# ---- tomasulo_rs_age ----
tomasulo_rs_age, metal layers overlaid:
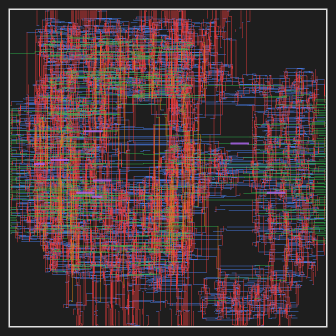

===== src/rtl/tomasulo_rs_age.sv =====
// tomasulo_rs_age: age-ordered reservation station.
// Holds up to N dispatched instructions. Each entry snoops CDB_N result buses
// for its pending operands. Among the ready entries, the oldest one is requested
// for issue. The grant comes from the CDB arbiter and is also gated by the
// scheduler reservation vector.
// Ports:
//   clk, rst                      clock, asynchronous active-high reset
//   sch_r                         CDB slot reservations (bit LATENCY_N = our slot taken)
//   flush                         discard every entry
//   dis_*                         dispatch handshake and instruction fields
//   cdb_vld/cdb_tag/cdb_wdata     CDB snoop ports (element k at [k*X +: X])
//   cdb_req, cdb_gnt              issue request / same-cycle grant
//   occ                           number of valid entries
//   iss_*                         registered issue outputs
module tomasulo_rs_age #(
  parameter int N         = 4,
  parameter int W         = 32,
  parameter int TAG_W     = 4,
  parameter int ROBID_W   = 4,
  parameter int OP_W      = 4,
  parameter int REG_W     = 5,
  parameter int CDB_N     = 2,
  parameter int LATENCY_N = 2
) (
  input  logic                   clk,
  input  logic                   rst,
  input  logic [LATENCY_N:0]     sch_r,
  input  logic                   flush,
  input  logic                   dis_vld,
  output logic                   dis_rdy,
  input  logic [OP_W-1:0]        dis_op,
  input  logic [1:0]             dis_busy,
  input  logic [2*W-1:0]         dis_opr,
  input  logic [TAG_W-1:0]       dis_tag,
  input  logic [ROBID_W-1:0]     dis_robid,
  input  logic [REG_W-1:0]       dis_wa,
  input  logic [W-1:0]           dis_imm,
  input  logic [CDB_N-1:0]       cdb_vld,
  input  logic [CDB_N*TAG_W-1:0] cdb_tag,
  input  logic [CDB_N*W-1:0]     cdb_wdata,
  output logic                   cdb_req,
  input  logic                   cdb_gnt,
  output logic [$clog2(N+1)-1:0] occ,
  output logic                   iss_vld_r,
  output logic [OP_W-1:0]        iss_op,
  output logic [2*W-1:0]         iss_rdata,
  output logic [TAG_W-1:0]       iss_tag,
  output logic [ROBID_W-1:0]     iss_robid,
  output logic [REG_W-1:0]       iss_wa,
  output logic [W-1:0]           iss_imm
);
  localparam int OCC_W = $clog2(N + 1);

  // Returns {hit, data}. Ports are scanned from the highest index down, so the
  // lowest matching port is the one that wins.
  function automatic logic [W:0] snoop(input logic [TAG_W-1:0] t,
                                       input logic [CDB_N-1:0] v,
                                       input logic [CDB_N*TAG_W-1:0] tg,
                                       input logic [CDB_N*W-1:0] d);
    logic [W:0] r;
    r = '0;
    for (int p = CDB_N - 1; p >= 0; p--)
      if (v[p] && tg[p*TAG_W +: TAG_W] == t) r = {1'b1, d[p*W +: W]};
    return r;
  endfunction

  logic [N-1:0]       vld_q, rdy_q, alloc_oh, sel_oh, iss_oh, free;
  logic [N*N-1:0]     older;  // older[i*N+j]: entry i is older than entry j
  logic [OP_W-1:0]    op_q    [N];
  logic [2*W-1:0]     opr_q   [N];
  logic [TAG_W-1:0]   tag_q   [N];
  logic [ROBID_W-1:0] robid_q [N];
  logic [REG_W-1:0]   wa_q    [N];
  logic [W-1:0]       imm_q   [N];
  logic [OCC_W-1:0]   occ_c;
  logic [1:0]         dis_hit, dis_busy_eff;
  logic [2*W-1:0]     dis_cap, dis_opr_eff;
  logic               alloc_en, iss_en;
  logic               unused_sch;

  assign unused_sch = &{1'b0, sch_r[LATENCY_N-1:0]};

  always_comb begin
    occ_c = '0;
    for (int i = 0; i < N; i++) occ_c = occ_c + OCC_W'(vld_q[i]);
  end
  assign occ     = occ_c;
  assign dis_rdy = (occ_c != OCC_W'(N));

  // The lowest free entry is isolated by the two's-complement trick.
  assign alloc_en = dis_vld & dis_rdy & ~flush;
  assign free     = ~vld_q;
  assign alloc_oh = (free & (~free + N'(1))) & {N{alloc_en}};

  // A dispatching operand can pick up a result that is broadcast in the same cycle.
  for (genvar gk = 0; gk < 2; gk++) begin : g_dis
    assign {dis_hit[gk], dis_cap[gk*W +: W]} =
      snoop(dis_opr[gk*W +: TAG_W], cdb_vld, cdb_tag, cdb_wdata);
    assign dis_opr_eff[gk*W +: W] = (dis_busy[gk] & dis_hit[gk]) ?
                                    dis_cap[gk*W +: W] : dis_opr[gk*W +: W];
  end
  assign dis_busy_eff = dis_busy & ~dis_hit;

  assign cdb_req = (|rdy_q) & ~sch_r[LATENCY_N] & ~flush;
  assign iss_en  = cdb_req & cdb_gnt;
  assign iss_oh  = sel_oh & {N{iss_en}};

  for (genvar gi = 0; gi < N; gi++) begin : g_ent
    logic               vld_reg, rdy_reg;
    logic [1:0]         busy_reg, busy_next, wake_hit;
    logic [2*W-1:0]     opr_reg, wake_data;
    logic [OP_W-1:0]    op_reg;
    logic [TAG_W-1:0]   tag_reg;
    logic [ROBID_W-1:0] robid_reg;
    logic [REG_W-1:0]   wa_reg;
    logic [W-1:0]       imm_reg;
    logic [N-1:0]       older_than_me;

    for (genvar gk = 0; gk < 2; gk++) begin : g_wake
      assign {wake_hit[gk], wake_data[gk*W +: W]} =
        snoop(opr_reg[gk*W +: TAG_W], cdb_vld, cdb_tag, cdb_wdata);
    end
    assign busy_next = busy_reg & ~wake_hit;

    // Ready is set on the same edge that clears the last busy bit. It is
    // therefore visible in the cycle after the match.
    always_ff @(posedge clk or posedge rst) begin
      if (rst) begin
        vld_reg  <= 1'b0;
        rdy_reg  <= 1'b0;
        busy_reg <= 2'b00;
      end else if (flush) begin
        vld_reg  <= 1'b0;
        rdy_reg  <= 1'b0;
        busy_reg <= 2'b00;
      end else if (alloc_oh[gi]) begin
        vld_reg  <= 1'b1;
        busy_reg <= dis_busy_eff;
        rdy_reg  <= ~|dis_busy_eff;
      end else if (iss_oh[gi]) begin
        vld_reg  <= 1'b0;
        rdy_reg  <= 1'b0;
      end else if (vld_reg) begin
        busy_reg <= busy_next;
        rdy_reg  <= ~|busy_next;
      end
    end

    always_ff @(posedge clk) begin
      if (alloc_oh[gi]) begin
        op_reg    <= dis_op;
        opr_reg   <= dis_opr_eff;
        tag_reg   <= dis_tag;
        robid_reg <= dis_robid;
        wa_reg    <= dis_wa;
        imm_reg   <= dis_imm;
      end else if (vld_reg) begin
        for (int k = 0; k < 2; k++)
          if (busy_reg[k] && wake_hit[k]) opr_reg[k*W +: W] <= wake_data[k*W +: W];
      end
    end

    assign vld_q[gi]   = vld_reg;
    assign rdy_q[gi]   = rdy_reg;
    assign op_q[gi]    = op_reg;
    assign opr_q[gi]   = opr_reg;
    assign tag_q[gi]   = tag_reg;
    assign robid_q[gi] = robid_reg;
    assign wa_q[gi]    = wa_reg;
    assign imm_q[gi]   = imm_reg;

    // Age matrix: a new entry is younger than every other entry. Diagonal bits
    // are constant zero, so only N*(N-1) of the bits are stored in flops.
    for (genvar gj = 0; gj < N; gj++) begin : g_age
      if (gi == gj) begin : g_diag
        assign older[gi*N + gj] = 1'b0;
      end else begin : g_off
        logic age_reg;
        always_ff @(posedge clk or posedge rst) begin
          if (rst)               age_reg <= 1'b0;
          else if (flush)        age_reg <= 1'b0;
          else if (alloc_oh[gi]) age_reg <= 1'b0;
          else if (alloc_oh[gj]) age_reg <= 1'b1;
        end
        assign older[gi*N + gj] = age_reg;
      end
      assign older_than_me[gj] = older[gj*N + gi];
    end

    // An entry is selected when no other ready entry is older than it.
    assign sel_oh[gi] = rdy_reg & ~|(rdy_q & older_than_me);
  end

  logic [OP_W-1:0]    mux_op;
  logic [2*W-1:0]     mux_opr;
  logic [TAG_W-1:0]   mux_tag;
  logic [ROBID_W-1:0] mux_robid;
  logic [REG_W-1:0]   mux_wa;
  logic [W-1:0]       mux_imm;

  always_comb begin
    mux_op = '0; mux_opr = '0; mux_tag = '0; mux_robid = '0; mux_wa = '0; mux_imm = '0;
    for (int i = 0; i < N; i++) begin
      if (sel_oh[i]) begin
        mux_op    = mux_op    | op_q[i];
        mux_opr   = mux_opr   | opr_q[i];
        mux_tag   = mux_tag   | tag_q[i];
        mux_robid = mux_robid | robid_q[i];
        mux_wa    = mux_wa    | wa_q[i];
        mux_imm   = mux_imm   | imm_q[i];
      end
    end
  end

  always_ff @(posedge clk or posedge rst) begin
    if (rst) iss_vld_r <= 1'b0;
    else     iss_vld_r <= iss_en;
  end

  always_ff @(posedge clk) begin
    if (iss_en) begin
      iss_op    <= mux_op;
      iss_rdata <= mux_opr;
      iss_tag   <= mux_tag;
      iss_robid <= mux_robid;
      iss_wa    <= mux_wa;
      iss_imm   <= mux_imm;
    end
  end
endmodule


===== config.mk =====
export PLATFORM = sky130hd
export DESIGN_NAME = tomasulo_rs_age
export DESIGN_NICKNAME = d
export VERILOG_FILES = /design/src/rtl/tomasulo_rs_age.sv
export SDC_FILE = /design/constraint.sdc
export NUM_CORES = 1
export LEC_CHECK = 0
export ABC_CLOCK_PERIOD_IN_PS = 14400
export CORE_MARGIN = 5
export CORE_UTILIZATION = 45
export CTS_CLUSTER_DIAMETER = 80
export CTS_CLUSTER_SIZE = 40
export DETAILED_ROUTE_END_ITERATION = 12
export PLACE_DENSITY = 0.8
export SLEW_MARGIN = 20
export SYNTH_ARGS = -nofsm -noshare
export SYNTH_HDL_FRONTEND = slang
export SYNTH_SLANG_ARGS = --single-unit

===== constraint.sdc =====
create_clock -name clk -period 14.4 [get_ports clk]
set_input_delay 2.88 -clock clk [delete_from_list [all_inputs] [get_ports clk]]
set_output_delay 2.88 -clock clk [all_outputs]
set_load 0.03 [all_outputs]

# ---- obi_cache_cmdq_interface ----
**src/rtl/obi_cache_cmdq_interface.sv**
```systemverilog
`default_nettype none
// ============================================================================
// Module   : obi_cache_cmdq_interface
// Purpose  : OBI slave front end for the key/value cache controller. The CPU
//            stages a key and value through memory-mapped words, then posts
//            operations into a CMD_DEPTH-entry command queue. It reads back
//            status and the last completed result through read-only words.
// Ports    : clk, rst_n        - clock, asynchronous active-low reset
//            req_i..aid_i      - OBI request channel (gnt_o is combinational)
//            rvalid_o..err_o   - OBI response, one cycle after each grant
//            cmd_valid_out, operation_out, key_out, value_out
//                              - queue head presented to the controller
//            ready_in, op_succ_in, value_in
//                              - controller completion of the head entry
// Revision : 1.0 - initial release
// ============================================================================
module obi_cache_cmdq_interface #(
  parameter int ARCHITECTURE = 32,
  parameter int ID_WIDTH     = 3,
  parameter int KEY_WIDTH    = 32,
  parameter int VALUE_WIDTH  = 64,
  parameter int OP_WIDTH     = 3,
  parameter int CMD_DEPTH    = 4,
  parameter int ADDR_WIDTH   = 8
) (
  input  logic                      clk,
  input  logic                      rst_n,
  input  logic                      req_i,
  output logic                      gnt_o,
  input  logic [ADDR_WIDTH-1:0]     addr_i,
  input  logic                      we_i,
  input  logic [ARCHITECTURE/8-1:0] be_i,
  input  logic [ARCHITECTURE-1:0]   wdata_i,
  input  logic [ID_WIDTH-1:0]       aid_i,
  output logic                      rvalid_o,
  output logic [ARCHITECTURE-1:0]   rdata_o,
  output logic [ID_WIDTH-1:0]       rid_o,
  output logic                      err_o,
  output logic                      cmd_valid_out,
  output logic [OP_WIDTH-1:0]       operation_out,
  output logic [KEY_WIDTH-1:0]      key_out,
  output logic [VALUE_WIDTH-1:0]    value_out,
  input  logic                      ready_in,
  input  logic                      op_succ_in,
  input  logic [VALUE_WIDTH-1:0]    value_in
);

  localparam int c_bytes = ARCHITECTURE / 8;
  localparam int c_lsb   = $clog2(c_bytes);
  localparam int c_vw    = VALUE_WIDTH / ARCHITECTURE;
  localparam int c_kw    = KEY_WIDTH / ARCHITECTURE;
  localparam int c_op    = c_vw + c_kw;
  localparam int c_stat  = c_op + 1;
  localparam int c_res   = c_op + 2;
  localparam int c_pw    = $clog2(CMD_DEPTH);
  localparam logic [c_pw:0] c_depth = CMD_DEPTH[c_pw:0];

  logic [VALUE_WIDTH-1:0]  r_value;
  logic [KEY_WIDTH-1:0]    r_key;
  logic [VALUE_WIDTH-1:0]  r_result;
  logic                    r_result_valid;
  logic                    r_last_err;
  logic [7:0]              r_done_cnt;
  logic [c_pw-1:0]         r_wptr;
  logic [c_pw-1:0]         r_rptr;
  logic [c_pw:0]           r_count;
  logic [OP_WIDTH-1:0]     r_q_op  [CMD_DEPTH];
  logic [KEY_WIDTH-1:0]    r_q_key [CMD_DEPTH];
  logic [VALUE_WIDTH-1:0]  r_q_val [CMD_DEPTH];

  logic                    r_rvalid;
  logic [ARCHITECTURE-1:0] r_rdata;
  logic [ID_WIDTH-1:0]     r_rid;
  logic                    r_err;

  logic [31:0]             w_word;
  logic                    w_full;
  logic                    w_is_op;
  logic                    w_wr;
  logic                    w_rd;
  logic                    w_push;
  logic                    w_pop;
  logic                    w_rd_ok;
  logic                    w_wr_ok;
  logic                    w_err;
  logic [ARCHITECTURE-1:0] w_rword;
  logic [ARCHITECTURE-1:0] w_status;
  logic                    w_unused_addr;

  // Sub-word address bits carry no information for word-granular registers.
  assign w_unused_addr = ^addr_i[c_lsb-1:0];
  assign w_word        = 32'(addr_i >> c_lsb);

  assign w_full  = (r_count == c_depth);
  assign w_is_op = (w_word == c_op);
  // Only a commit against a full queue is stalled; full is the registered
  // state, so a pop in the same cycle does not open a slot early.
  assign gnt_o   = req_i & ~(we_i & w_is_op & w_full);
  assign w_wr    = gnt_o & we_i;
  assign w_rd    = gnt_o & ~we_i;
  assign w_push  = w_wr & w_is_op & (wdata_i[OP_WIDTH-1:0] != '0);
  assign w_pop   = ready_in & (r_count != '0);

  always_comb begin
    w_status        = '0;
    w_status[0]     = (r_count != '0);
    w_status[1]     = w_full;
    w_status[2]     = r_last_err;
    w_status[3]     = r_result_valid;
    w_status[7:4]   = 4'(r_count);
    w_status[15:8]  = r_done_cnt;
  end

  // Read mux and access legality for the addressed word.
  always_comb begin
    w_rword = '0;
    w_rd_ok = 1'b0;
    w_wr_ok = 1'b0;
    for (int w = 0; w < c_vw; w++) begin
      if (w_word == w) begin
        w_rword = r_value[w*ARCHITECTURE +: ARCHITECTURE];
        w_rd_ok = 1'b1;
        w_wr_ok = 1'b1;
      end
    end
    for (int k = 0; k < c_kw; k++) begin
      if (w_word == c_vw + k) begin
        w_rword = r_key[k*ARCHITECTURE +: ARCHITECTURE];
        w_rd_ok = 1'b1;
        w_wr_ok = 1'b1;
      end
    end
    if (w_is_op) begin
      w_rd_ok = 1'b1;
      w_wr_ok = 1'b1;
    end
    if (w_word == c_stat) begin
      w_rword = w_status;
      w_rd_ok = 1'b1;
    end
    for (int r = 0; r < c_vw; r++) begin
      if (w_word == c_res + r) begin
        w_rword = r_result[r*ARCHITECTURE +: ARCHITECTURE];
        w_rd_ok = 1'b1;
      end
    end
  end

  assign w_err = we_i ? ~w_wr_ok : ~w_rd_ok;

  // Response channel, plus staging, result and status state.
  always_ff @(posedge clk or negedge rst_n) begin
    if (!rst_n) begin
      r_rvalid       <= 1'b0;
      r_rdata        <= '0;
      r_rid          <= '0;
      r_err          <= 1'b0;
      r_value        <= '0;
      r_key          <= '0;
      r_result       <= '0;
      r_result_valid <= 1'b0;
      r_last_err     <= 1'b0;
      r_done_cnt     <= '0;
    end else begin
      r_rvalid <= gnt_o;
      r_rid    <= gnt_o ? aid_i : '0;
      r_err    <= gnt_o & w_err;
      r_rdata  <= (w_rd && !w_err) ? w_rword : '0;

      // Non-staging indices never match these loops, so illegal writes
      // leave the staging registers untouched.
      for (int w = 0; w < c_vw; w++) begin
        for (int b = 0; b < c_bytes; b++) begin
          if (w_wr && (w_word == w) && be_i[b])
            r_value[w*ARCHITECTURE + b*8 +: 8] <= wdata_i[b*8 +: 8];
        end
      end
      for (int k = 0; k < c_kw; k++) begin
        for (int b = 0; b < c_bytes; b++) begin
          if (w_wr && (w_word == c_vw + k) && be_i[b])
            r_key[k*ARCHITECTURE + b*8 +: 8] <= wdata_i[b*8 +: 8];
        end
      end

      // A completion outranks the read-to-clear of the result word.
      if (w_pop) begin
        r_result       <= value_in;
        r_last_err     <= ~op_succ_in;
        r_result_valid <= 1'b1;
        r_done_cnt     <= r_done_cnt + 8'd1;
      end else if (w_rd && (w_word == c_res)) begin
        r_result_valid <= 1'b0;
      end
    end
  end

  // Queue pointers and occupancy.
  always_ff @(posedge clk or negedge rst_n) begin
    if (!rst_n) begin
      r_wptr  <= '0;
      r_rptr  <= '0;
      r_count <= '0;
    end else begin
      if (w_push) r_wptr <= r_wptr + 1'b1;
      if (w_pop)  r_rptr <= r_rptr + 1'b1;
      if (w_push && !w_pop)      r_count <= r_count + 1'b1;
      else if (!w_push && w_pop) r_count <= r_count - 1'b1;
    end
  end

  // Queue storage needs no reset: the head is masked whenever count is 0.
  always_ff @(posedge clk) begin
    if (w_push) begin
      r_q_op[r_wptr]  <= wdata_i[OP_WIDTH-1:0];
      r_q_key[r_wptr] <= r_key;
      r_q_val[r_wptr] <= r_value;
    end
  end

  assign cmd_valid_out = (r_count != '0);
  assign operation_out = cmd_valid_out ? r_q_op[r_rptr]  : '0;
  assign key_out       = cmd_valid_out ? r_q_key[r_rptr] : '0;
  assign value_out     = cmd_valid_out ? r_q_val[r_rptr] : '0;

  assign rvalid_o = r_rvalid;
  assign rdata_o  = r_rdata;
  assign rid_o    = r_rid;
  assign err_o    = r_err;

endmodule
`default_nettype wire

```
**config.mk**
```make
export PLATFORM = sky130hd
export DESIGN_NAME = obi_cache_cmdq_interface
export DESIGN_NICKNAME = d
export VERILOG_FILES = /design/src/rtl/obi_cache_cmdq_interface.sv
export SDC_FILE = /design/constraint.sdc
export NUM_CORES = 1
export LEC_CHECK = 0
export CAP_MARGIN = 5
export CELL_PAD_IN_SITES_DETAIL_PLACEMENT = 1
export CELL_PAD_IN_SITES_GLOBAL_PLACEMENT = 1
export CORE_MARGIN = 4
export CORE_UTILIZATION = 48
export DETAILED_ROUTE_END_ITERATION = 16
export PLACE_DENSITY = 0.8
export SYNTH_ARGS = -nofsm -noshare
export SYNTH_HDL_FRONTEND = slang
export SYNTH_SLANG_ARGS = --single-unit
```
**constraint.sdc**
```tcl
create_clock -name clk -period 5.31 [get_ports clk]
set_clock_uncertainty 0.05 [all_clocks]
set_input_delay 0.7965 -clock clk [delete_from_list [all_inputs] [get_ports clk]]
set_output_delay 0.7965 -clock clk [all_outputs]
set_load 0.01 [all_outputs]
```

==> gallery <==
Met3 routing.
picture 1
The bar under the picture is 100 um long.
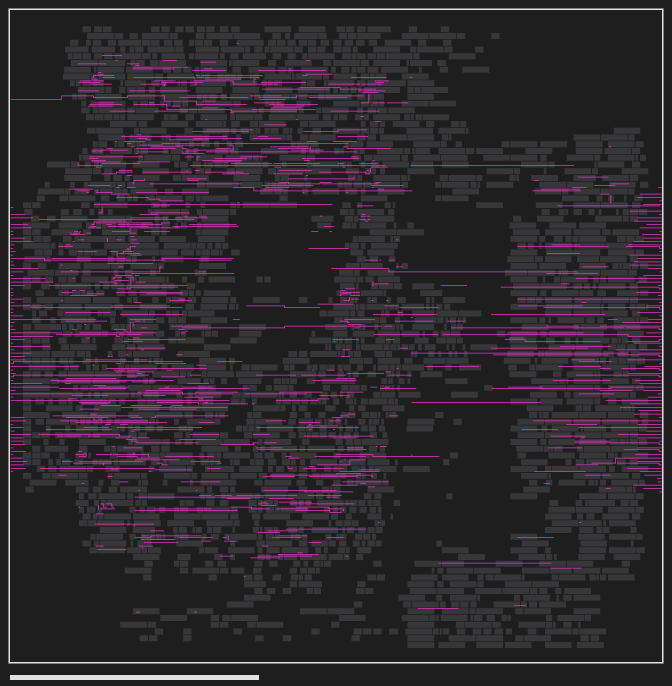
picture 2
The bar under the picture is 50 um long.
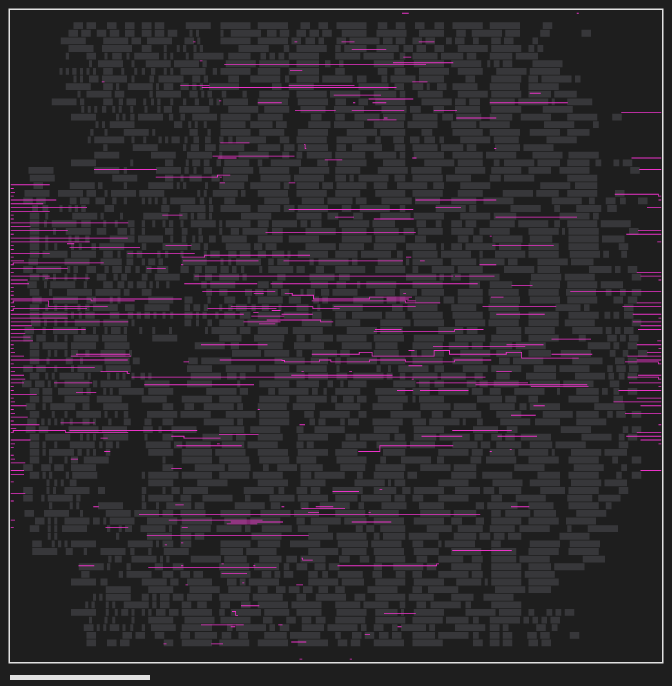
obi_cache_cmdq_interface: picture 2
tomasulo_rs_age: picture 1
The one with the largest die is picture 1.

tomasulo_rs_age, metal 2:
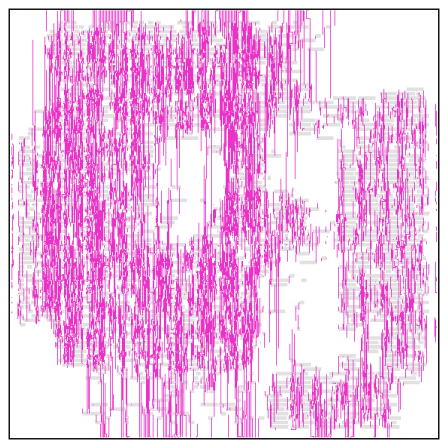
main direction: vertical
share of all routed wire: 48%
wire length on this layer: 41.7 mm
nets with wire on the layer: 2083

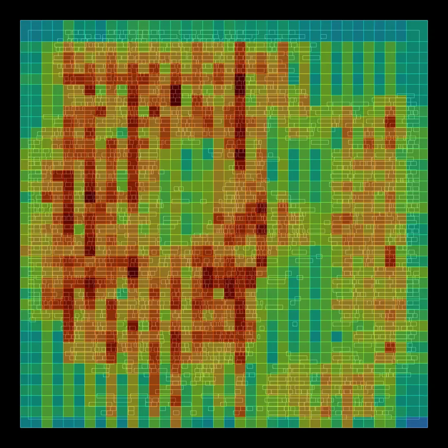
tomasulo_rs_age: congestion heat map
Global Route met1 Usage: 32.5%
utilization of the core after routing: 53.2%
routing usage on met2: 39.7%
layer with the highest usage: met2
routing usage on met3: 4.98%

Notes on 'metal layers overlaid' of tomasulo_rs_age above:
| layer | colour | wire length |
|---|---|---|
| M2 | red | 41.7 mm |
| M5 | purple | 97.5 um |
| M4 | orange | 3300 um |
| M1 | blue | 32.6 mm |
| M3 | green | 9490 um |

==> run notes, tomasulo_rs_age <==
run results: area share of xor/xnor cells in the synthesized design=approximately 2.5%, cell count after placement=a little over 3000, result of the run=complete, no violations, Final Hold Slack=0.511 ns, number of design rule violations left after detail routing=0, distinct cell type count of the synthesized netlist=between 50 and 60, final setup violation count=0, Final Instance Area=33500 um2, Syn Nets=2281, unrepaired setup endpoints after global routing=no, number of synthesis warnings=0, number of warnings in the stage logs=35, height of the die=262 um, worst setup slack before clock tree synthesis=just over 7 ns, group with the largest share of power=registers, clk pwr=1.11 mW, Final Wtd Congestion=between 0.8 and 0.9, Max Cap Viol=0, Clock Buffer Count=29
## tomasulo_rs_age: final timing paths
check                                                            start                                          end
max                                                              flush                                      cdb_req
min                        g_ent[0].g_age[1].g_off.age_reg$_DFFE_PP0P_  g_ent[0].g_age[1].g_off.age_reg$_DFFE_PP0P_
max reg2reg                               g_ent[0].vld_reg$_DFFE_PP0P_               g_ent[0].opr_reg[29]$_DFFE_PP_
min reg2reg                g_ent[0].g_age[1].g_off.age_reg$_DFFE_PP0P_  g_ent[0].g_age[1].g_off.age_reg$_DFFE_PP0P_
max in group asynchronous                                          rst             g_ent[0].busy_reg[1]$_DFFE_PP0P_
min in group asynchronous                                          rst                          iss_vld_r$_DFF_PP0_
## tomasulo_rs_age: worst max-delay path, cell delays in order
cell and delay (ns):
sky130_fd_sc_hd__clkdlybuf4s50_1 0.40, sky130_fd_sc_hd__buf_4 0.22, sky130_fd_sc_hd__nor3_1 0.20, sky130_fd_sc_hd__clkdlybuf4s50_1 0.69
## tomasulo_rs_age: metal layers
layer,wire [um],share of wire (%)
met5,97,0.11
met4,3300,3.8
met3,9490,11
met2,41700,48
met1,32600,37
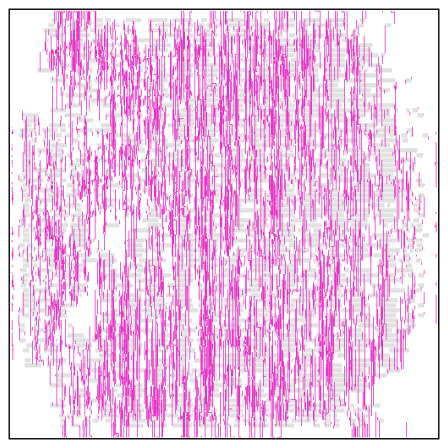
obi_cache_cmdq_interface: metal 2
longest straight run: 80.9 um
share of all routed wire: 48%
nets with wire on the layer: 1687
main direction: vertical

==> run notes, obi_cache_cmdq_interface <==
run results: result of the run=complete, no violations, share of cell area taken by muxes after synthesis=15.0%, detailed placement HPWL=a little over 40 mm, total buffers and inverters traversed by the critical path=2, Top cells excl fill/tap=sky130_fd_sc_hd__edfxtp_1, sky130_fd_sc_hd__clkdlybuf4s50_1, sky130_fd_sc_hd__nand2_1, sky130_fd_sc_hd__dfrtp_1, sky130_fd_sc_hd__and2_1, clk sink count=between 600 and 700, Max Cap Viol=0, register area share after synthesis=between 70% and 80%, count of nets left with antenna violations after detail routing=0, delay of the slowest critical-path stage=roughly 1 ns, post-route total power=between 10 and 15 mW, cell count of the worst reg-to-reg path=5, final setup violation count=0, core region area=approximately 50000 um2, layer with the highest usage=met2, Critical path origin=r_rptr[1]$_DFFE_PN0P_, number of hold violations in the final report=0, fill cell count=~4600, buffers inserted during post-CTS setup optimization=0, iteration-0 DRC count of the detailed router=around 1100, post-synthesis share of cell area spent on and-or and or-and gates=around 3.2%, number of warnings in the stage logs=33, average instance area after synthesis=approximately 16 um2, clock tree from TritonCTS=yes, data required time at the worst endpoint=4.46 ns, Yosys top cell area share=between 40% and 50%, Finished Layout Cells=2462, shortest clock period the worst path allows after layout=4.21 ns, number of synthesis warnings=0
-- obi_cache_cmdq_interface: registers in the layout (all words and copies together) (netlist names), 8 cells and up --
name	count
r_done_cnt	8
r_key	32
r_q_key	128
r_q_op	12
r_q_val	256
r_result	64
r_value	64
rdata_o	32
-- obi_cache_cmdq_interface: layout make-up --
class | instances | area, um2 | area share [%]
Inverter | 6 | 22.5 | 0.0758
Multi-Input combinational cell | 785 | 6650 | 22.4
Sequential cell | 610 | 17300 | 58.1
Clock inverter | 36 | 536 | 1.80
Clock buffer | 75 | 1640 | 5.52
Antenna cell | 3 | 7.51 | 0.0253
Tap cell | 672 | 841 | 2.83
Timing Repair Buffer | 275 | 2770 | 9.31
-- obi_cache_cmdq_interface: where the power goes --
part / internal (mW) / switching, mW / leakage (nW)
registers: 5.32 / 0.345 / 6.55
logic: 1.96 / 1.61 / 3.66
clock network: 2.86 / 1.82 / 1.06
-- obi_cache_cmdq_interface: through the flow --
step / setup WS (ns) / instance area (um2)
detailed placement: 1.35 / 27500
CTS: 1.04 / 29700
floorplan: 0.812 / 24200
global route: 0.856 / 29700
finish: 1.10 / 29700
global placement: 1.44 / 27500

# ---- serial_adder ----
serial_adder, clock distribution:
The bar under the picture is 20 um long.
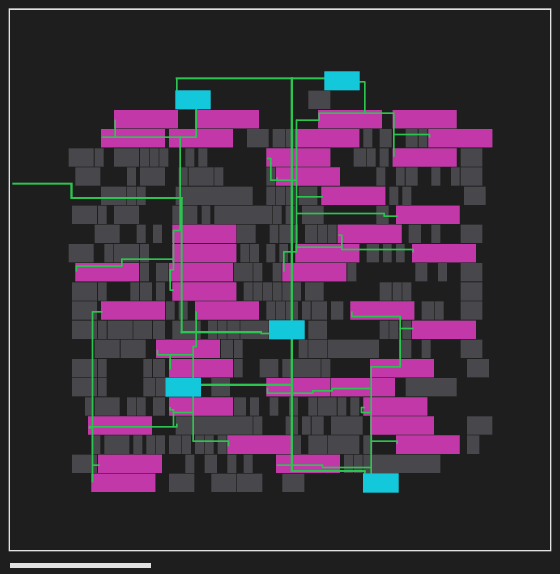
serial_adder, metal 2:
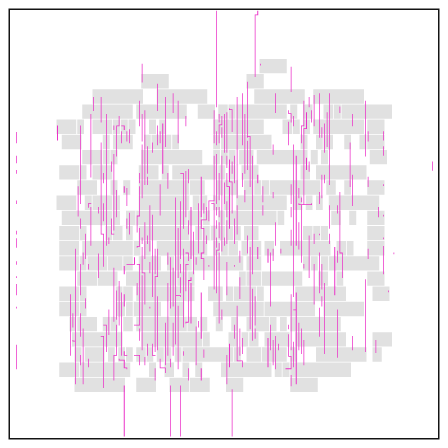
serial_adder, congestion heat map:
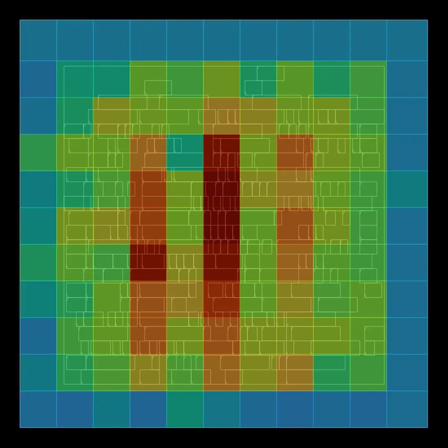
[src/rtl/serial_adder.sv]
// rtl/serial_adder.sv - digit-serial adder computing a + b + cin over WIDTH bits
// DIGIT bits per clock through one carry register, with start/busy/done handshake.
module serial_adder #(
  parameter int WIDTH = 8,
  parameter int DIGIT = 1
) (
  input  logic             clk,
  input  logic             rst_n,
  input  logic             start,
  input  logic [WIDTH-1:0] a,
  input  logic [WIDTH-1:0] b,
  input  logic             cin,
  output logic             busy,
  output logic             done,
  output logic [WIDTH-1:0] sum,
  output logic             cout,
  output logic             overflow
);

  localparam int NCYC = WIDTH / DIGIT;
  localparam int CW   = (NCYC > 1) ? $clog2(NCYC) : 1;
  localparam logic [CW-1:0] LAST = CW'(NCYC - 1);

  typedef enum logic [1:0] {
    ST_IDLE,
    ST_RUN,
    ST_DONE
  } state_t;

  state_t           state;
  logic [WIDTH-1:0] a_sh;
  logic [WIDTH-1:0] b_sh;
  logic [WIDTH-1:0] acc;
  logic [WIDTH-1:0] acc_next;
  logic             carry_q;
  logic [CW-1:0]    cnt;
  logic [DIGIT-1:0] dig_sum;
  logic             dig_carry;
  logic             msb_carry_in;

  always_comb begin
    {dig_carry, dig_sum} = {1'b0, a_sh[DIGIT-1:0]} + {1'b0, b_sh[DIGIT-1:0]}
                         + {{DIGIT{1'b0}}, carry_q};
    // Carry into the digit's top bit recovered from that bit's sum and operands.
    msb_carry_in = dig_sum[DIGIT-1] ^ a_sh[DIGIT-1] ^ b_sh[DIGIT-1];
    // New digit enters at the MSB end; after NCYC shifts the LSB digit sits at bit 0.
    acc_next = (acc >> DIGIT) | (WIDTH'(dig_sum) << (WIDTH - DIGIT));
  end

  always_ff @(posedge clk or negedge rst_n) begin
    if (!rst_n) begin
      state    <= ST_IDLE;
      a_sh     <= '0;
      b_sh     <= '0;
      acc      <= '0;
      carry_q  <= 1'b0;
      cnt      <= '0;
      busy     <= 1'b0;
      done     <= 1'b0;
      sum      <= '0;
      cout     <= 1'b0;
      overflow <= 1'b0;
    end else begin
      case (state)
        ST_IDLE, ST_DONE: begin
          done <= 1'b0;
          if (start) begin
            a_sh    <= a;
            b_sh    <= b;
            carry_q <= cin;
            cnt     <= '0;
            busy    <= 1'b1;
            state   <= ST_RUN;
          end else begin
            state <= ST_IDLE;
          end
        end
        ST_RUN: begin
          acc     <= acc_next;
          a_sh    <= a_sh >> DIGIT;
          b_sh    <= b_sh >> DIGIT;
          carry_q <= dig_carry;
          cnt     <= cnt + 1'b1;
          if (cnt == LAST) begin
            sum      <= acc_next;
            cout     <= dig_carry;
            overflow <= msb_carry_in ^ dig_carry;
            busy     <= 1'b0;
            done     <= 1'b1;
            cnt      <= '0;
            state    <= ST_DONE;
          end
        end
        default: begin
          busy  <= 1'b0;
          done  <= 1'b0;
          state <= ST_IDLE;
        end
      endcase
    end
  end

endmodule

[config.mk]
export PLATFORM = sky130hd
export DESIGN_NAME = serial_adder
export DESIGN_NICKNAME = d
export VERILOG_FILES = /design/src/rtl/serial_adder.sv
export SDC_FILE = /design/constraint.sdc
export NUM_CORES = 1
export LEC_CHECK = 0
export ABC_AREA = 1
export CORE_MARGIN = 8
export CORE_UTILIZATION = 48
export CTS_BUF_LIST = sky130_fd_sc_hd__clkbuf_4 sky130_fd_sc_hd__clkbuf_8
export DETAILED_ROUTE_END_ITERATION = 16
export PLACE_DENSITY = 0.77
export SYNTH_ARGS = -nofsm -noshare
export SYNTH_HDL_FRONTEND = slang
export SYNTH_SLANG_ARGS = --single-unit
[constraint.sdc]
create_clock -name clk -period 1.4 [get_ports clk]
set_input_delay 0.14 -clock clk [delete_from_list [all_inputs] [get_ports clk]]
set_output_delay 0.14 -clock clk [all_outputs]
set_load 0.02 [all_outputs]
==> run notes <==
run results: result of the run=complete, but fails checks, failing checks=negative setup slack, number of input and output port buffers inserted=31, number of clock buffers inserted by TritonCTS=5, Top cells excl fill/tap=sky130_fd_sc_hd__nand2_1, sky130_fd_sc_hd__nor2_1, sky130_fd_sc_hd__dfrtp_1, sky130_fd_sc_hd__clkdlybuf4s50_1, sky130_fd_sc_hd__inv_1, Clock Buffer Count=5, vias in the first global route=about 1400, Yosys top cell area share=a little under three fifths, Max stage delay cell, worst path=sky130_fd_sc_hd__fa_2, final setup violation count=1, Final Instance Area=between 2000 and 2500 um2, total cells reported by yosys after synthesis=198, slew at the pin closest to its max-slew limit=about 0.48 ns, final worst setup slack=-0.0157 ns, fraction of layout instances using a drive strength above 1=between 15 and 20%, Worst Path Arrival=around 1.7 ns, Net Sw Power=between 2 and 2.5 mW, Max Cap Viol=0, core region area=~3600 um2, Comb area share=27.6%, iteration-0 DRC count of the detailed router=~51, delay of the slowest critical-path stage=0.61 ns
About 'clock distribution' of serial_adder:
[clock wires] green | length: 485 um
[flip-flops] magenta | count: 40
[clock-net drivers] cyan | count: 5
routed clock nets: 6

About 'metal 2' of serial_adder:
nets with wire on the layer: 204
main direction: vertical

About 'congestion heat map' of serial_adder:
Tot GR Track Use: 12.6%
layer with the highest usage: met2
routing usage on met2: 19.9%
wire length per cell: 11.8 um
Global Route met1 Usage: 13.7%

[cells in the mapped netlist (all sizes together)]
library cell / number
dfrtp: 40
nand3: 4
buf: 6
inv: 18
fa: 1
o21ai: 21
ha: 2
nand2: 51
nor2: 43
nor3: 12
[metal layers]
layer | track usage (%) | part of all wire, % | up-vias
met1 | 13.7 | 45 | 665
li1 | - | - | 707
met3 | 5.94 | 6.9 | 6
met2 | 19.9 | 46 | 38
met5 | 0 | 0 | -
met4 | 6.35 | 2.1 | 0
[power groups by stage]
stage / sequential [mW] / clock, mW / combinational (mW)
6_report: 1.99 / 1.30 / 2.48
5_1_grt: 2.06 / 1.35 / 2.81
4_1_cts: 1.99 / 1.32 / 2.40
3_5_place_dp: 2.01 / 0 / 2.47
3_3_place_gp: 1.98 / 0 / 2.39
2_1_floorplan: 2.15 / 0 / 1.50
[repair_timing]
| item | in CTS | in global routing |
|---|---|---|
| pin swaps | 0 | 2 |
| endpoints found under the hold margin | 19 | 0 |
| gates resized | 13 | 5 |
| cloned | 0 | 0 |
| setup buffers | 0 | 1 |
| hold buffers | 1 | 0 |
| endpoints found under the setup margin | 13 | 11 |

No activity file was given, so power comes from the tool's default toggle rates.
